# block 1

Block 1, cell outlines without signal wires:
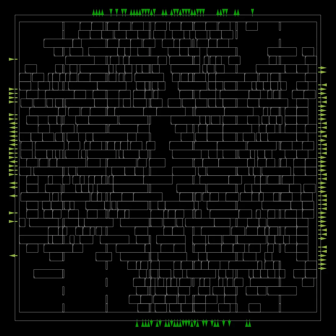

File: config.mk
export PLATFORM = sky130hd
export DESIGN_NAME = fetch_ctrl
export DESIGN_NICKNAME = d
export VERILOG_FILES = /design/src/rtl/fetch_ctrl.sv
export SDC_FILE = /design/constraint.sdc
export NUM_CORES = 1
export LEC_CHECK = 0
export CAP_MARGIN = 30
export CORE_MARGIN = 1
export CORE_UTILIZATION = 47
export DETAILED_ROUTE_END_ITERATION = 8
export HOLD_SLACK_MARGIN = 0.05
export PLACE_DENSITY = 0.81
export SYNTH_ARGS = -nofsm -noshare
export SYNTH_HDL_FRONTEND = slang
export SYNTH_SLANG_ARGS = --single-unit
File: constraint.sdc
create_clock -name clk -period 3.04 [get_ports clk]
set_clock_uncertainty 0.1 [all_clocks]
set_input_delay 0.76 -clock clk [delete_from_list [all_inputs] [get_ports clk]]
set_output_delay 0.76 -clock clk [all_outputs]
set_load 0.005 [all_outputs]
File: src/rtl/fetch_ctrl.sv
// ============================================================================
// fetch_ctrl : IF-stage fetch sequencer (PC register, imem handshake, redirects)
// Rev 1.0
// ============================================================================
`default_nettype none

module fetch_ctrl #(
  parameter logic [31:0] RESET_PC = 32'h0000_0000,
  parameter int          TIMEOUT  = 16
) (
  input  logic        clk,
  input  logic        rst,
  input  logic [31:0] npc,
  input  logic        stall,
  input  logic        redirect,
  input  logic [31:0] redirect_pc,
  input  logic        imem_ack,
  output logic [31:0] pc,
  output logic        imem_req,
  output logic [31:0] imem_addr,
  output logic        if_valid,
  output logic        flush,
  output logic        imem_timeout
);

  typedef enum logic [1:0] {
    S_BOOT = 2'd0,
    S_REQ  = 2'd1,
    S_HOLD = 2'd2,
    S_KILL = 2'd3
  } state_t;

  localparam logic [4:0] c_TIMEOUT = 5'(TIMEOUT);

  state_t      r_state;
  logic        r_rst_q;
  logic [31:0] r_pc;
  logic [31:0] r_pend;
  logic        r_req;
  logic        r_if_valid;
  logic        r_flush;
  logic        r_timeout;
  logic [4:0]  r_wait;
  logic [4:0]  w_wait_next;

  // Reset asserts asynchronously but is released one clock later, so BOOT
  // only advances once the whole block has seen a clean edge out of reset.
  always_ff @(posedge clk or posedge rst) begin
    if (rst) r_rst_q <= 1'b1;
    else     r_rst_q <= 1'b0;
  end

  always_comb begin
    w_wait_next = r_wait;
    if (imem_ack)                 w_wait_next = 5'd0;
    else if (r_wait < c_TIMEOUT)  w_wait_next = r_wait + 5'd1;
  end

  always_ff @(posedge clk or posedge rst) begin
    if (rst) begin
      r_state    <= S_BOOT;
      r_pc       <= RESET_PC;
      r_pend     <= RESET_PC;
      r_req      <= 1'b0;
      r_if_valid <= 1'b0;
      r_flush    <= 1'b0;
      r_wait     <= 5'd0;
      r_timeout  <= 1'b0;
    end else begin
      r_flush    <= 1'b0;
      r_if_valid <= 1'b0;
      case (r_state)
        S_BOOT: begin
          if (!r_rst_q) begin
            r_state <= S_REQ;
            r_req   <= 1'b1;
          end
        end
        S_REQ, S_KILL: begin
          r_wait <= w_wait_next;
          if (w_wait_next == c_TIMEOUT) r_timeout <= 1'b1;
          if (redirect) begin
            r_flush <= 1'b1;
            if (imem_ack) begin
              r_pc    <= redirect_pc;
              r_state <= S_REQ;
            end else begin
              // Address stays on the outstanding fetch until it is acked.
              r_pend  <= redirect_pc;
              r_state <= S_KILL;
            end
          end else if (imem_ack) begin
            if (r_state == S_KILL) begin
              r_pc    <= r_pend;
              r_state <= S_REQ;
            end else if (stall) begin
              r_if_valid <= 1'b1;
              r_req      <= 1'b0;
              r_state    <= S_HOLD;
            end else begin
              r_pc       <= npc;
              r_if_valid <= 1'b1;
            end
          end
        end
        S_HOLD: begin
          if (redirect) begin
            r_pc    <= redirect_pc;
            r_flush <= 1'b1;
            r_req   <= 1'b1;
            r_state <= S_REQ;
          end else if (stall) begin
            r_if_valid <= 1'b1;
          end else begin
            r_pc    <= npc;
            r_req   <= 1'b1;
            r_state <= S_REQ;
          end
        end
        default: begin
          r_state <= S_BOOT;
          r_req   <= 1'b0;
        end
      endcase
    end
  end

  assign pc           = r_pc;
  assign imem_addr    = r_pc;
  assign imem_req     = r_req;
  assign if_valid     = r_if_valid;
  assign flush        = r_flush;
  assign imem_timeout = r_timeout;

endmodule

`default_nettype wire

# block 2

**config.mk**
```make
export PLATFORM = sky130hd
export DESIGN_NAME = mem_port_arbiter
export DESIGN_NICKNAME = d
export VERILOG_FILES = /design/src/rtl/mem_arb_pkg.sv /design/src/rtl/rd_return_tracker.sv /design/src/rtl/mem_port_arbiter.sv
export SDC_FILE = /design/constraint.sdc
export NUM_CORES = 1
export LEC_CHECK = 0
export CAP_MARGIN = 20
export CELL_PAD_IN_SITES_DETAIL_PLACEMENT = 0
export CELL_PAD_IN_SITES_GLOBAL_PLACEMENT = 1
export CORE_MARGIN = 8
export CORE_UTILIZATION = 30
export CTS_BUF_LIST = sky130_fd_sc_hd__clkbuf_16
export DETAILED_ROUTE_END_ITERATION = 6
export PLACE_DENSITY = 0.78
export SLEW_MARGIN = 20
export SYNTH_ARGS = -nofsm -noshare
export SYNTH_HDL_FRONTEND = slang
export SYNTH_SLANG_ARGS = --single-unit
```
**constraint.sdc**
```tcl
create_clock -name i_clk -period 2.16 [get_ports i_clk]
set_input_delay 0.324 -clock i_clk [delete_from_list [all_inputs] [get_ports i_clk]]
set_output_delay 0.324 -clock i_clk [all_outputs]
set_load 0.005 [all_outputs]
```
**src/rtl/mem_arb_pkg.sv**
```systemverilog
// Shared types and widths for the two-requester memory port arbiter.
package mem_arb_pkg;

    typedef enum logic [1:0] {
        ARB_IDLE  = 2'd0,
        ARB_LOCK0 = 2'd1,
        ARB_LOCK1 = 2'd2
    } arb_state_e;

    typedef logic req_id_t;

    localparam int unsigned STATS_W   = 16;
    localparam int unsigned TO_CNT_W  = 8;
    localparam int unsigned TO_STAT_W = 8;

    // One in-flight read slot: whether a read was issued and who owns the return.
    typedef struct packed {
        logic    valid;
        req_id_t id;
    } rd_tag_t;

endpackage

```
**src/rtl/rd_return_tracker.sv**
```systemverilog
// Follows each issued read for RD_LATENCY cycles and steers the returned data
// to the requester that issued it.
module rd_return_tracker
    import mem_arb_pkg::*;
#(
    parameter int unsigned DATA_WIDTH = 8,
    parameter int unsigned RD_LATENCY = 2
) (
    input  logic                  i_clk,
    input  logic                  i_reset_n,
    input  logic                  i_issue,
    input  logic                  i_issue_id,
    input  logic [DATA_WIDTH-1:0] i_rd_data,
    output logic [DATA_WIDTH-1:0] o_rdata0,
    output logic                  o_rvalid0,
    output logic [DATA_WIDTH-1:0] o_rdata1,
    output logic                  o_rvalid1
);

    rd_tag_t [RD_LATENCY-1:0] tag_q;
    rd_tag_t                  tail;

    assign tail = tag_q[RD_LATENCY-1];

    // Tag pipeline lines up with the controller's read latency.
    always_ff @(posedge i_clk or negedge i_reset_n) begin
        if (!i_reset_n) begin
            tag_q <= '0;
        end else begin
            tag_q[0] <= '{valid: i_issue, id: i_issue_id};
            for (int i = 1; i < int'(RD_LATENCY); i++) begin
                tag_q[i] <= tag_q[i-1];
            end
        end
    end

    always_ff @(posedge i_clk or negedge i_reset_n) begin
        if (!i_reset_n) begin
            o_rdata0  <= '0;
            o_rvalid0 <= 1'b0;
            o_rdata1  <= '0;
            o_rvalid1 <= 1'b0;
        end else begin
            o_rvalid0 <= tail.valid & (tail.id == 1'b0);
            o_rvalid1 <= tail.valid & (tail.id == 1'b1);
            if (tail.valid && (tail.id == 1'b0)) o_rdata0 <= i_rd_data;
            if (tail.valid && (tail.id == 1'b1)) o_rdata1 <= i_rd_data;
        end
    end

endmodule

```
**src/rtl/mem_port_arbiter.sv**
```systemverilog
// Round-robin arbiter sharing one memory port between two requesters, with
// burst lock, idle lock timeout and read-return routing. ARB_STATS_EN adds grant/timeout counters.
module mem_port_arbiter
    import mem_arb_pkg::*;
#(
    parameter int unsigned DATA_WIDTH   = 8,
    parameter int unsigned ADDR_WIDTH   = 8,
    parameter int unsigned RD_LATENCY   = 2,
    parameter int unsigned LOCK_TIMEOUT = 16
) (
    input  logic                  i_clk,
    input  logic                  i_reset_n,
`ifdef ARB_STATS_EN
    input  logic                  i_stats_clr,
    output logic [STATS_W-1:0]    o_gnt_cnt0,
    output logic [STATS_W-1:0]    o_gnt_cnt1,
    output logic [TO_STAT_W-1:0]  o_lock_timeouts,
`endif
    input  logic                  i_req0,
    input  logic                  i_wr0,
    input  logic                  i_lock0,
    input  logic [ADDR_WIDTH-1:0] i_addr0,
    input  logic [DATA_WIDTH-1:0] i_wdata0,
    output logic                  o_gnt0,
    output logic [DATA_WIDTH-1:0] o_rdata0,
    output logic                  o_rvalid0,
    input  logic                  i_req1,
    input  logic                  i_wr1,
    input  logic                  i_lock1,
    input  logic [ADDR_WIDTH-1:0] i_addr1,
    input  logic [DATA_WIDTH-1:0] i_wdata1,
    output logic                  o_gnt1,
    output logic [DATA_WIDTH-1:0] o_rdata1,
    output logic                  o_rvalid1,
    output logic                  o_wr_en,
    output logic                  o_rd_en,
    output logic [ADDR_WIDTH-1:0] o_address,
    output logic [DATA_WIDTH-1:0] o_wr_data,
    input  logic [DATA_WIDTH-1:0] i_rd_data
);

    arb_state_e            state_q, state_d;
    req_id_t               rr_q;
    logic [TO_CNT_W-1:0]   idle_cnt_q, idle_cnt_d;
    logic                  gnt0, gnt1, acc0, acc1, acc;
    logic                  own_req, timeout_hit;
    req_id_t               win_id, rd_id_q;
    logic                  win_wr, win_lock;
    logic [ADDR_WIDTH-1:0] win_addr;
    logic [DATA_WIDTH-1:0] win_wdata;

    // Grant selection, lock ownership and idle-timeout release.
    always_comb begin
        state_d     = state_q;
        idle_cnt_d  = idle_cnt_q;
        gnt0        = 1'b0;
        gnt1        = 1'b0;
        own_req     = 1'b0;
        timeout_hit = 1'b0;
        unique case (state_q)
            ARB_IDLE: begin
                gnt0       = i_req0 & (~i_req1 | (rr_q == 1'b0));
                gnt1       = i_req1 & (~i_req0 | (rr_q == 1'b1));
                idle_cnt_d = '0;
            end
            ARB_LOCK0, ARB_LOCK1: begin
                own_req = (state_q == ARB_LOCK1) ? i_req1 : i_req0;
                gnt0    = (state_q == ARB_LOCK0) & i_req0;
                gnt1    = (state_q == ARB_LOCK1) & i_req1;
                if (own_req) begin
                    idle_cnt_d = '0;
                end else if (idle_cnt_q == TO_CNT_W'(LOCK_TIMEOUT - 1)) begin
                    state_d     = ARB_IDLE;
                    idle_cnt_d  = '0;
                    timeout_hit = 1'b1;
                end else begin
                    idle_cnt_d = idle_cnt_q + TO_CNT_W'(1);
                end
            end
            default: state_d = ARB_IDLE;
        endcase
        gnt0      = gnt0 & i_reset_n;
        gnt1      = gnt1 & i_reset_n;
        acc0      = i_req0 & gnt0;
        acc1      = i_req1 & gnt1;
        acc       = acc0 | acc1;
        win_id    = acc1;
        win_wr    = acc1 ? i_wr1    : i_wr0;
        win_lock  = acc1 ? i_lock1  : i_lock0;
        win_addr  = acc1 ? i_addr1  : i_addr0;
        win_wdata = acc1 ? i_wdata1 : i_wdata0;
        if (acc) begin
            state_d = win_lock ? (acc1 ? ARB_LOCK1 : ARB_LOCK0) : ARB_IDLE;
        end
    end

    assign o_gnt0 = gnt0;
    assign o_gnt1 = gnt1;

    always_ff @(posedge i_clk or negedge i_reset_n) begin
        if (!i_reset_n) begin
            state_q    <= ARB_IDLE;
            idle_cnt_q <= '0;
            rr_q       <= 1'b0;
        end else begin
            state_q    <= state_d;
            idle_cnt_q <= idle_cnt_d;
            if (acc) rr_q <= ~win_id;
        end
    end

    // Command register: a beat is presented for exactly one cycle after its accept.
    always_ff @(posedge i_clk or negedge i_reset_n) begin
        if (!i_reset_n) begin
            o_wr_en   <= 1'b0;
            o_rd_en   <= 1'b0;
            o_address <= '0;
            o_wr_data <= '0;
            rd_id_q   <= 1'b0;
        end else begin
            o_wr_en   <= acc & win_wr;
            o_rd_en   <= acc & ~win_wr;
            o_address <= acc ? win_addr : '0;
            o_wr_data <= (acc & win_wr) ? win_wdata : '0;
            rd_id_q   <= acc ? win_id : 1'b0;
        end
    end

    rd_return_tracker #(
        .DATA_WIDTH (DATA_WIDTH),
        .RD_LATENCY (RD_LATENCY)
    ) u_rd_return_tracker (
        .i_clk      (i_clk),
        .i_reset_n  (i_reset_n),
        .i_issue    (o_rd_en),
        .i_issue_id (rd_id_q),
        .i_rd_data  (i_rd_data),
        .o_rdata0   (o_rdata0),
        .o_rvalid0  (o_rvalid0),
        .o_rdata1   (o_rdata1),
        .o_rvalid1  (o_rvalid1)
    );

`ifdef ARB_STATS_EN
    // Saturating statistics; a clear beats a same-cycle increment.
    always_ff @(posedge i_clk or negedge i_reset_n) begin
        if (!i_reset_n) begin
            o_gnt_cnt0      <= '0;
            o_gnt_cnt1      <= '0;
            o_lock_timeouts <= '0;
        end else if (i_stats_clr) begin
            o_gnt_cnt0      <= '0;
            o_gnt_cnt1      <= '0;
            o_lock_timeouts <= '0;
        end else begin
            if (acc0 && (o_gnt_cnt0 != '1)) o_gnt_cnt0 <= o_gnt_cnt0 + STATS_W'(1);
            if (acc1 && (o_gnt_cnt1 != '1)) o_gnt_cnt1 <= o_gnt_cnt1 + STATS_W'(1);
            if (timeout_hit && (o_lock_timeouts != '1)) begin
                o_lock_timeouts <= o_lock_timeouts + TO_STAT_W'(1);
            end
        end
    end
`endif

endmodule
```
# block 3

--- src/rtl/cbc_pkg.sv ---
// Shared CBC definitions: EEPROM scheduler states, word addresses and ack codes.
// Also holds the sizing helper for the shared access timer.
package cbc_pkg;

    typedef enum logic [2:0] {
        EEP_IDLE     = 3'd0,
        EEP_RD       = 3'd1,
        EEP_WR_SETUP = 3'd2,
        EEP_WR_PUMP  = 3'd3,
        EEP_WR_HOLD  = 3'd4,
        EEP_DONE     = 3'd5
    } eep_st_t;

    localparam logic [1:0]  EEP_XSET = 2'd0;
    localparam logic [1:0]  EEP_P    = 2'd1;
    localparam logic [1:0]  EEP_I    = 2'd2;
    localparam logic [1:0]  EEP_D    = 2'd3;

    localparam logic [13:0] POSACK = 14'h0A5A;
    localparam logic [13:0] NEGACK = 14'h05A5;

    // Timer must hold the larger of the two reload values.
    function automatic int unsigned tmr_width(input int unsigned rd_lat, input int unsigned cp_cycles);
        int unsigned big;
        big = (rd_lat > cp_cycles) ? rd_lat : cp_cycles;
        return (big < 32'd1) ? 32'd1 : $clog2(big + 32'd1);
    endfunction

endpackage

--- src/rtl/eep_tmr.sv ---
// Loadable down-counter with a zero flag; shared by the read wait and the
// charge-pump interval of the EEPROM scheduler.
module eep_tmr #(
    parameter int unsigned W = 4
) (
    input  logic         clk,
    input  logic         rst,
    input  logic         i_load,
    input  logic [W-1:0] i_load_val,
    input  logic         i_dec,
    output logic         o_zero
);

    logic [W-1:0] r_cnt;

    // Count register: load has priority, decrement saturates at zero.
    always_ff @(posedge clk) begin
        if (rst) begin
            r_cnt <= {W{1'b0}};
        end else if (i_load) begin
            r_cnt <= i_load_val;
        end else if (i_dec && (r_cnt != {W{1'b0}})) begin
            r_cnt <= r_cnt - W'(1);
        end else begin
            r_cnt <= r_cnt;
        end
    end

    assign o_zero = (r_cnt == {W{1'b0}});

endmodule

--- src/rtl/eep_sched.sv ---
// EEPROM access scheduler: arbitrates the control loop (read-only) and the
// command handler (read/write) onto the single 4-word EEPROM.
module eep_sched
    import cbc_pkg::*;
#(
    parameter int unsigned RD_LAT    = 2,
    parameter int unsigned CP_CYCLES = 1500000
) (
    input  logic        clk,
    input  logic        rst,
    input  logic        lp_req,
    input  logic [1:0]  lp_addr,
    output logic        lp_done,
    input  logic        cm_req,
    input  logic        cm_wr,
    input  logic [1:0]  cm_addr,
    input  logic [13:0] cm_wdata,
    output logic        cm_done,
    output logic [13:0] rd_data,
    output logic        busy,
    output logic [1:0]  eep_addr,
    output logic [13:0] eep_wr_data,
    input  logic [13:0] eep_rd_data,
    output logic        eep_cs_n,
    output logic        eep_r_w_n,
    output logic        chrg_pmp_en
);

    localparam int unsigned   TW      = tmr_width(RD_LAT, CP_CYCLES);
    localparam logic [TW-1:0] RD_LOAD = TW'(RD_LAT - 1);
    localparam logic [TW-1:0] CP_LOAD = TW'(CP_CYCLES - 1);

    eep_st_t      r_state;
    logic         r_last_lp;
    logic         r_win_lp;
    logic         r_lp_done;
    logic         r_cm_done;
    logic [13:0]  r_rd_data;
    logic         r_busy;
    logic [1:0]   r_eep_addr;
    logic [13:0]  r_eep_wr_data;
    logic         r_eep_cs_n;
    logic         r_eep_r_w_n;
    logic         r_chrg_pmp_en;

    logic         w_any;
    logic         w_pick_lp;
    logic         w_wr_grant;
    logic         w_tmr_load;
    logic [TW-1:0] w_tmr_val;
    logic         w_tmr_dec;
    logic         w_tmr_zero;

    eep_tmr #(.W(TW)) u_tmr (
        .clk        (clk),
        .rst        (rst),
        .i_load     (w_tmr_load),
        .i_load_val (w_tmr_val),
        .i_dec      (w_tmr_dec),
        .o_zero     (w_tmr_zero)
    );

    // Arbitration (loop wins ties unless it won last) and timer control.
    always_comb begin
        w_any      = lp_req | cm_req;
        w_pick_lp  = lp_req & (~cm_req | ~r_last_lp);
        w_wr_grant = ~w_pick_lp & cm_req & cm_wr;
        w_tmr_load = 1'b0;
        w_tmr_val  = {TW{1'b0}};
        w_tmr_dec  = 1'b0;
        case (r_state)
            EEP_IDLE: begin
                if (w_any && !w_wr_grant) begin
                    w_tmr_load = 1'b1;
                    w_tmr_val  = RD_LOAD;
                end else begin
                    w_tmr_load = 1'b0;
                end
            end
            EEP_RD, EEP_WR_PUMP: begin
                w_tmr_dec = ~w_tmr_zero;
            end
            EEP_WR_SETUP: begin
                w_tmr_load = 1'b1;
                w_tmr_val  = CP_LOAD;
            end
            default: begin
                w_tmr_load = 1'b0;
            end
        endcase
    end

    // Access sequencer; every EEPROM-facing output is a register set one edge ahead.
    always_ff @(posedge clk) begin
        if (rst) begin
            r_state       <= EEP_IDLE;
            r_last_lp     <= 1'b0;
            r_win_lp      <= 1'b0;
            r_lp_done     <= 1'b0;
            r_cm_done     <= 1'b0;
            r_rd_data     <= 14'd0;
            r_busy        <= 1'b0;
            r_eep_addr    <= 2'd0;
            r_eep_wr_data <= 14'd0;
            r_eep_cs_n    <= 1'b1;
            r_eep_r_w_n   <= 1'b1;
            r_chrg_pmp_en <= 1'b0;
        end else begin
            case (r_state)
                EEP_IDLE: begin
                    r_lp_done <= 1'b0;
                    r_cm_done <= 1'b0;
                    if (w_any) begin
                        r_win_lp    <= w_pick_lp;
                        r_last_lp   <= w_pick_lp;
                        r_eep_addr  <= w_pick_lp ? lp_addr : cm_addr;
                        r_busy      <= 1'b1;
                        r_eep_cs_n  <= 1'b0;
                        r_eep_r_w_n <= ~w_wr_grant;
                        if (w_wr_grant) begin
                            r_eep_wr_data <= cm_wdata;
                            r_state       <= EEP_WR_SETUP;
                        end else begin
                            r_state <= EEP_RD;
                        end
                    end else begin
                        r_state <= EEP_IDLE;
                    end
                end
                EEP_RD: begin
                    if (w_tmr_zero) begin
                        r_rd_data   <= eep_rd_data;
                        r_eep_cs_n  <= 1'b1;
                        r_eep_r_w_n <= 1'b1;
                        r_lp_done   <= r_win_lp;
                        r_cm_done   <= ~r_win_lp;
                        r_state     <= EEP_DONE;
                    end else begin
                        r_state <= EEP_RD;
                    end
                end
                EEP_WR_SETUP: begin
                    r_chrg_pmp_en <= 1'b1;
                    r_state       <= EEP_WR_PUMP;
                end
                EEP_WR_PUMP: begin
                    if (w_tmr_zero) begin
                        r_chrg_pmp_en <= 1'b0;
                        r_state       <= EEP_WR_HOLD;
                    end else begin
                        r_state <= EEP_WR_PUMP;
                    end
                end
                EEP_WR_HOLD: begin
                    r_eep_cs_n  <= 1'b1;
                    r_eep_r_w_n <= 1'b1;
                    r_lp_done   <= r_win_lp;
                    r_cm_done   <= ~r_win_lp;
                    r_state     <= EEP_DONE;
                end
                EEP_DONE: begin
                    r_lp_done <= 1'b0;
                    r_cm_done <= 1'b0;
                    r_busy    <= 1'b0;
                    r_state   <= EEP_IDLE;
                end
                default: begin
                    r_eep_cs_n    <= 1'b1;
                    r_eep_r_w_n   <= 1'b1;
                    r_chrg_pmp_en <= 1'b0;
                    r_lp_done     <= 1'b0;
                    r_cm_done     <= 1'b0;
                    r_busy        <= 1'b0;
                    r_state       <= EEP_IDLE;
                end
            endcase
        end
    end

    assign lp_done     = r_lp_done;
    assign cm_done     = r_cm_done;
    assign rd_data     = r_rd_data;
    assign busy        = r_busy;
    assign eep_addr    = r_eep_addr;
    assign eep_wr_data = r_eep_wr_data;
    assign eep_cs_n    = r_eep_cs_n;
    assign eep_r_w_n   = r_eep_r_w_n;
    assign chrg_pmp_en = r_chrg_pmp_en;

endmodule

--- config.mk ---
export PLATFORM = sky130hd
export DESIGN_NAME = eep_sched
export DESIGN_NICKNAME = d
export VERILOG_FILES = /design/src/rtl/cbc_pkg.sv /design/src/rtl/eep_tmr.sv /design/src/rtl/eep_sched.sv
export SDC_FILE = /design/constraint.sdc
export NUM_CORES = 1
export LEC_CHECK = 0
export CAP_MARGIN = 10
export CORE_AREA = 5 5 109 70
export CTS_BUF_LIST = sky130_fd_sc_hd__clkbuf_16
export CTS_CLUSTER_DIAMETER = 120
export CTS_CLUSTER_SIZE = 28
export DETAILED_ROUTE_END_ITERATION = 8
export DIE_AREA = 0 0 114 75
export PLACE_DENSITY_LB_ADDON = 0.2
export SYNTH_ARGS = -nofsm -noshare
export SYNTH_HDL_FRONTEND = slang
export SYNTH_SLANG_ARGS = --single-unit
--- constraint.sdc ---
create_clock -name clk -period 2.25 [get_ports clk]
set_clock_uncertainty 0.1 [all_clocks]
set_input_delay 0.45 -clock clk [delete_from_list [all_inputs] [get_ports clk]]
set_output_delay 0.45 -clock clk [all_outputs]
set_load 0.005 [all_outputs]
Block 3, pin placement:
Bar = 20 um. Pins as bars across the die edge, other pins in gray.
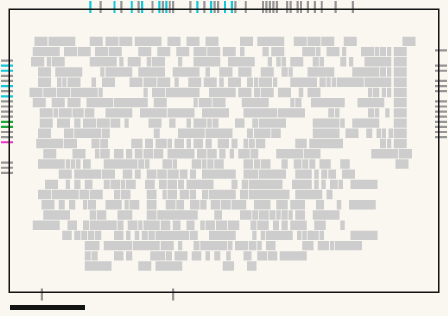
legend:
  cm_addr:
    color: green
    pins: 2
    direction: input
    edge: west
  cm_wr:
    color: magenta
    pins: 1
    direction: input
    edge: west
  eep_rd_data:
    color: cyan
    pins: 14
    direction: input
    edge: 10 north, 4 west
all pins by edge: 37 north, 20 west, 14 east, 2 south

==> metrics.yaml, block 3 <==
mux_share_pct: 7.64
cts.sinks: 61
finalWorstSetupSlack_ps: -99.3
setup_violations: 4
netlist_area_sq_um: 2750
fillerInstances: 578
nonClkBufAreaFrac_pct: 24.6
grt_pass1_vias: 2557
p_clk_share_pct: 21.5
grt_first_pass_wirelength_mm: 12.7
vias_per_cell: 5.42
syn_inst: 324
fp.dieH_um: 75
clk_path_buf_depth: 2
drc_errors: 0
worstHoldEndpoint: "eep_wr_data[1]$_SDFFE_PP0P_"
p_seq_w: 0.00165
cp-endpoint: "u_tmr.r_cnt[17]$_SDFFE_PP0P_"
fp_util_pct: 42.5
taps: 87
largest_reg_flops: 21
dominant-cell-class: "combinational gates"
violations: "setup timing"
final_util_pct: 63.6
status: "finished, violations left"
ys_area_sq_um: 2750
-- block 3: repair_timing --
| action | CTS | global route |
|---|---|---|
| cloned | 0 | 0 |
| gates resized | 1 | 7 |
| pin swaps | 0 | 0 |
| setup endpoints to repair | 5 | 21 |
| buffers inserted | 0 | 2 |
| hold buffers | 0 | 0 |
-- block 3: routing by layer --
metal	routed length (um)	up-vias	global-route usage [%]	share of wire, %
li1	-	1381	-	-
met1	3720	1298	27.3	46
met2	3530	120	27.4	44
met3	755	7	6.51	9.3
met4	63	0	3.56	0.78
met5	0	-	0	0
Block 1, routed metal, one color a layer:
Bar = 20 um.
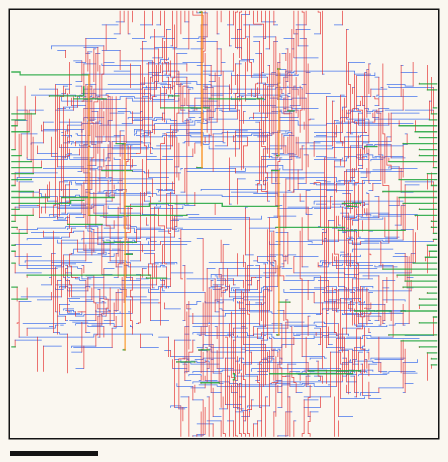
legend:
  metal 2:
    color: red
    wire_length: 5390 um
  metal 1:
    color: blue
    wire_length: 4410 um
  metal 3:
    color: green
    wire_length: 579 um
  metal 4:
    color: orange
    wire_length: 171 um

Block 1, cells by drive strength:
Bar = 20 um.
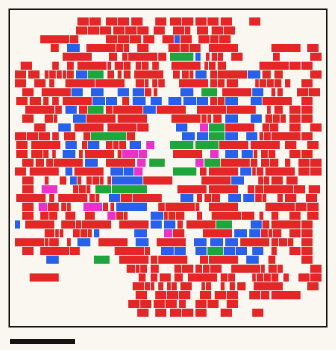
legend:
  _3 and _4 cells:
    color: magenta
    cells: 13
    share: 2.5%
    most_used: buf_4
  _6 and larger:
    color: green
    cells: 17
    share: 3.3%
    most_used: clkbuf_8
  _2 cells:
    color: blue
    cells: 73
    share: 14%
    most_used: mux2_2
  _0 and _1 cells:
    color: red
    cells: 409
    share: 80%
    most_used: clkdlybuf4s50_1

Notes on 'cell outlines without signal wires' of block 1 above:
post-layout util: 64.8%
Fill cells: 702
tapcell count: 108
FP Rows: 34
Cell Count, Final, Fillers Out: 620

==> metrics.yaml, block 1 <==
area_growth_pct: 32.8
critPathCaptureType: "flip-flop"
vdd_drop_max_v: 0.000293
regToRegEndpoint: "imem_addr[20]$_DFFE_PP0P_"
hold_class: "flip-flop to flip-flop"
fin_nets: 578
swShare_pct: 28.0
post-place-ws_ps: 464
p_leak_nw: 2.23
lay_top_count: "clkdlybuf4s50_1"
cts_max_level: 3
core_region_area_sq_um: 8760
crit_path_cell_trace: "clkdlybuf4s50_1, buf_4, a21oi_4, buf_12, a31oi_1, o21a_1"
status: "finished clean"
p_per_area_nw_per_um2: 590
most_common_cell: "dfrtp_1"
ys_sh_adder_pct: 0.292
synth_top_area_share_pct: 43.9
warnings: 26
==> block 1: cell type report <==
class | count | area, sq um | area share, %
sequential | 76 | 1900 | 33.5
timing repair buffer | 149 | 1500 | 26.4
clock buffer | 11 | 151 | 2.67
tap | 108 | 135 | 2.38
clock inverter | 4 | 72.6 | 1.28
multi-input combinational | 269 | 1900 | 33.5
inverter | 3 | 12.5 | 0.220
Block 2, cells by drive strength:
Bar = 20 um.
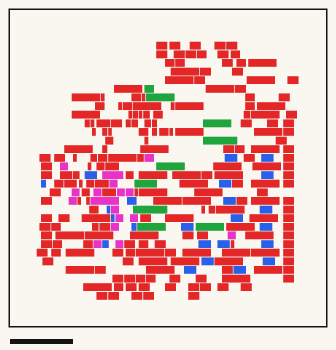
legend:
  _6 and larger:
    color: green
    cells: 9
    share: 3.5%
    most_used: clkbuf_16
  _0 and _1 cells:
    color: red
    cells: 208
    share: 81%
    most_used: clkdlybuf4s50_1
  _2 cells:
    color: blue
    cells: 23
    share: 8.9%
    most_used: mux2_2
  _3 and _4 cells:
    color: magenta
    cells: 17
    share: 6.6%
    most_used: buf_4

==> metrics.yaml, block 2 <==
final.setup_skew_ps: 4.08
maxUsedRoutingLayer: "met4"
syn_avg_cell_area_sq_um: 13.6
antenna_found_initial: 0
status: "finished clean"
p_clk_share_pct: 26.8
fp_util_pct: 30.9
crit_slowest_cell: "dfrtp_1"
p_per_area_nw_per_um2: 1120
nonClkBufAreaFrac_pct: 28.8
crit_path_max_incr_delay_ps: 390
clk_path_buf_depth: 2
vdd_drop_max_v: 0.000432
ys_sh_aoi_pct: 10.8
top_power_group: "registers"
grtUsageMet1_pct: 12.6
drive_above_1_share_pct: 19.1
taps: 96
yosys.stat.seqShare_pct: 62.0
fp.dieW_um: 99.7
place_hpwl_mm: 3.88
root_buffer: "clkbuf_16"
cp-start-kind: "flip-flop"
grt_first_pass_wirelength_mm: 8.11
block 2: cell usage in the layout, fill, tap and decap left out, types with 4 or more instances in the layout:
| master | instances |
|---|---|
| mux2_2 | 17 |
| inv_1 | 4 |
| ha_1 | 4 |
| dfrtp_1 | 52 |
| clkbuf_16 | 5 |
| a22o_1 | 17 |
| nand2_1 | 5 |
| nor2_1 | 10 |
| buf_4 | 14 |
| clkdlybuf4s50_1 | 82 |
block 2: worst reg2reg max path, stage by stage (launching register included):
cell and delay (ps):
dfrtp_1 390, inv_2 90, ha_4 210, or3b_1 390
o2111a_1 180, buf_4 170, nor3b_4 230, buf_12 150
a22o_1 130

==> gallery <==
The metal 3 layer.
Bar = 20 um.
Plate I
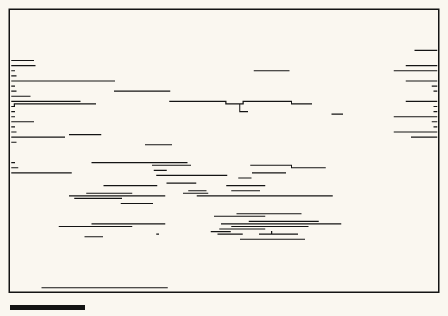
Plate II
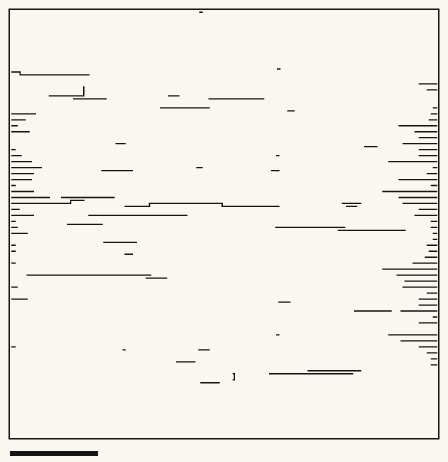
Plate III
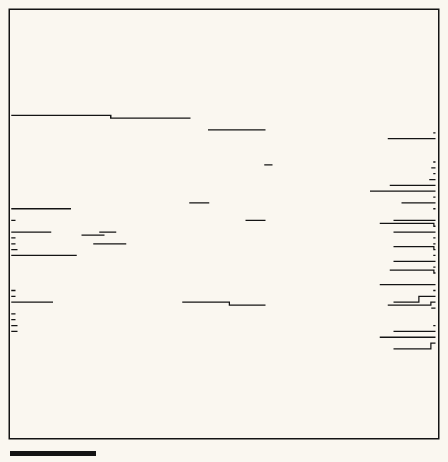
block 2: Plate III
block 3: Plate I
block 1: Plate II

Key to Plate III:
longest straight run: 23.0 um
share of all routed wire: 6.7%
main direction: horizontal
wire length on this layer: 336 um
nets with wire on the layer: 49


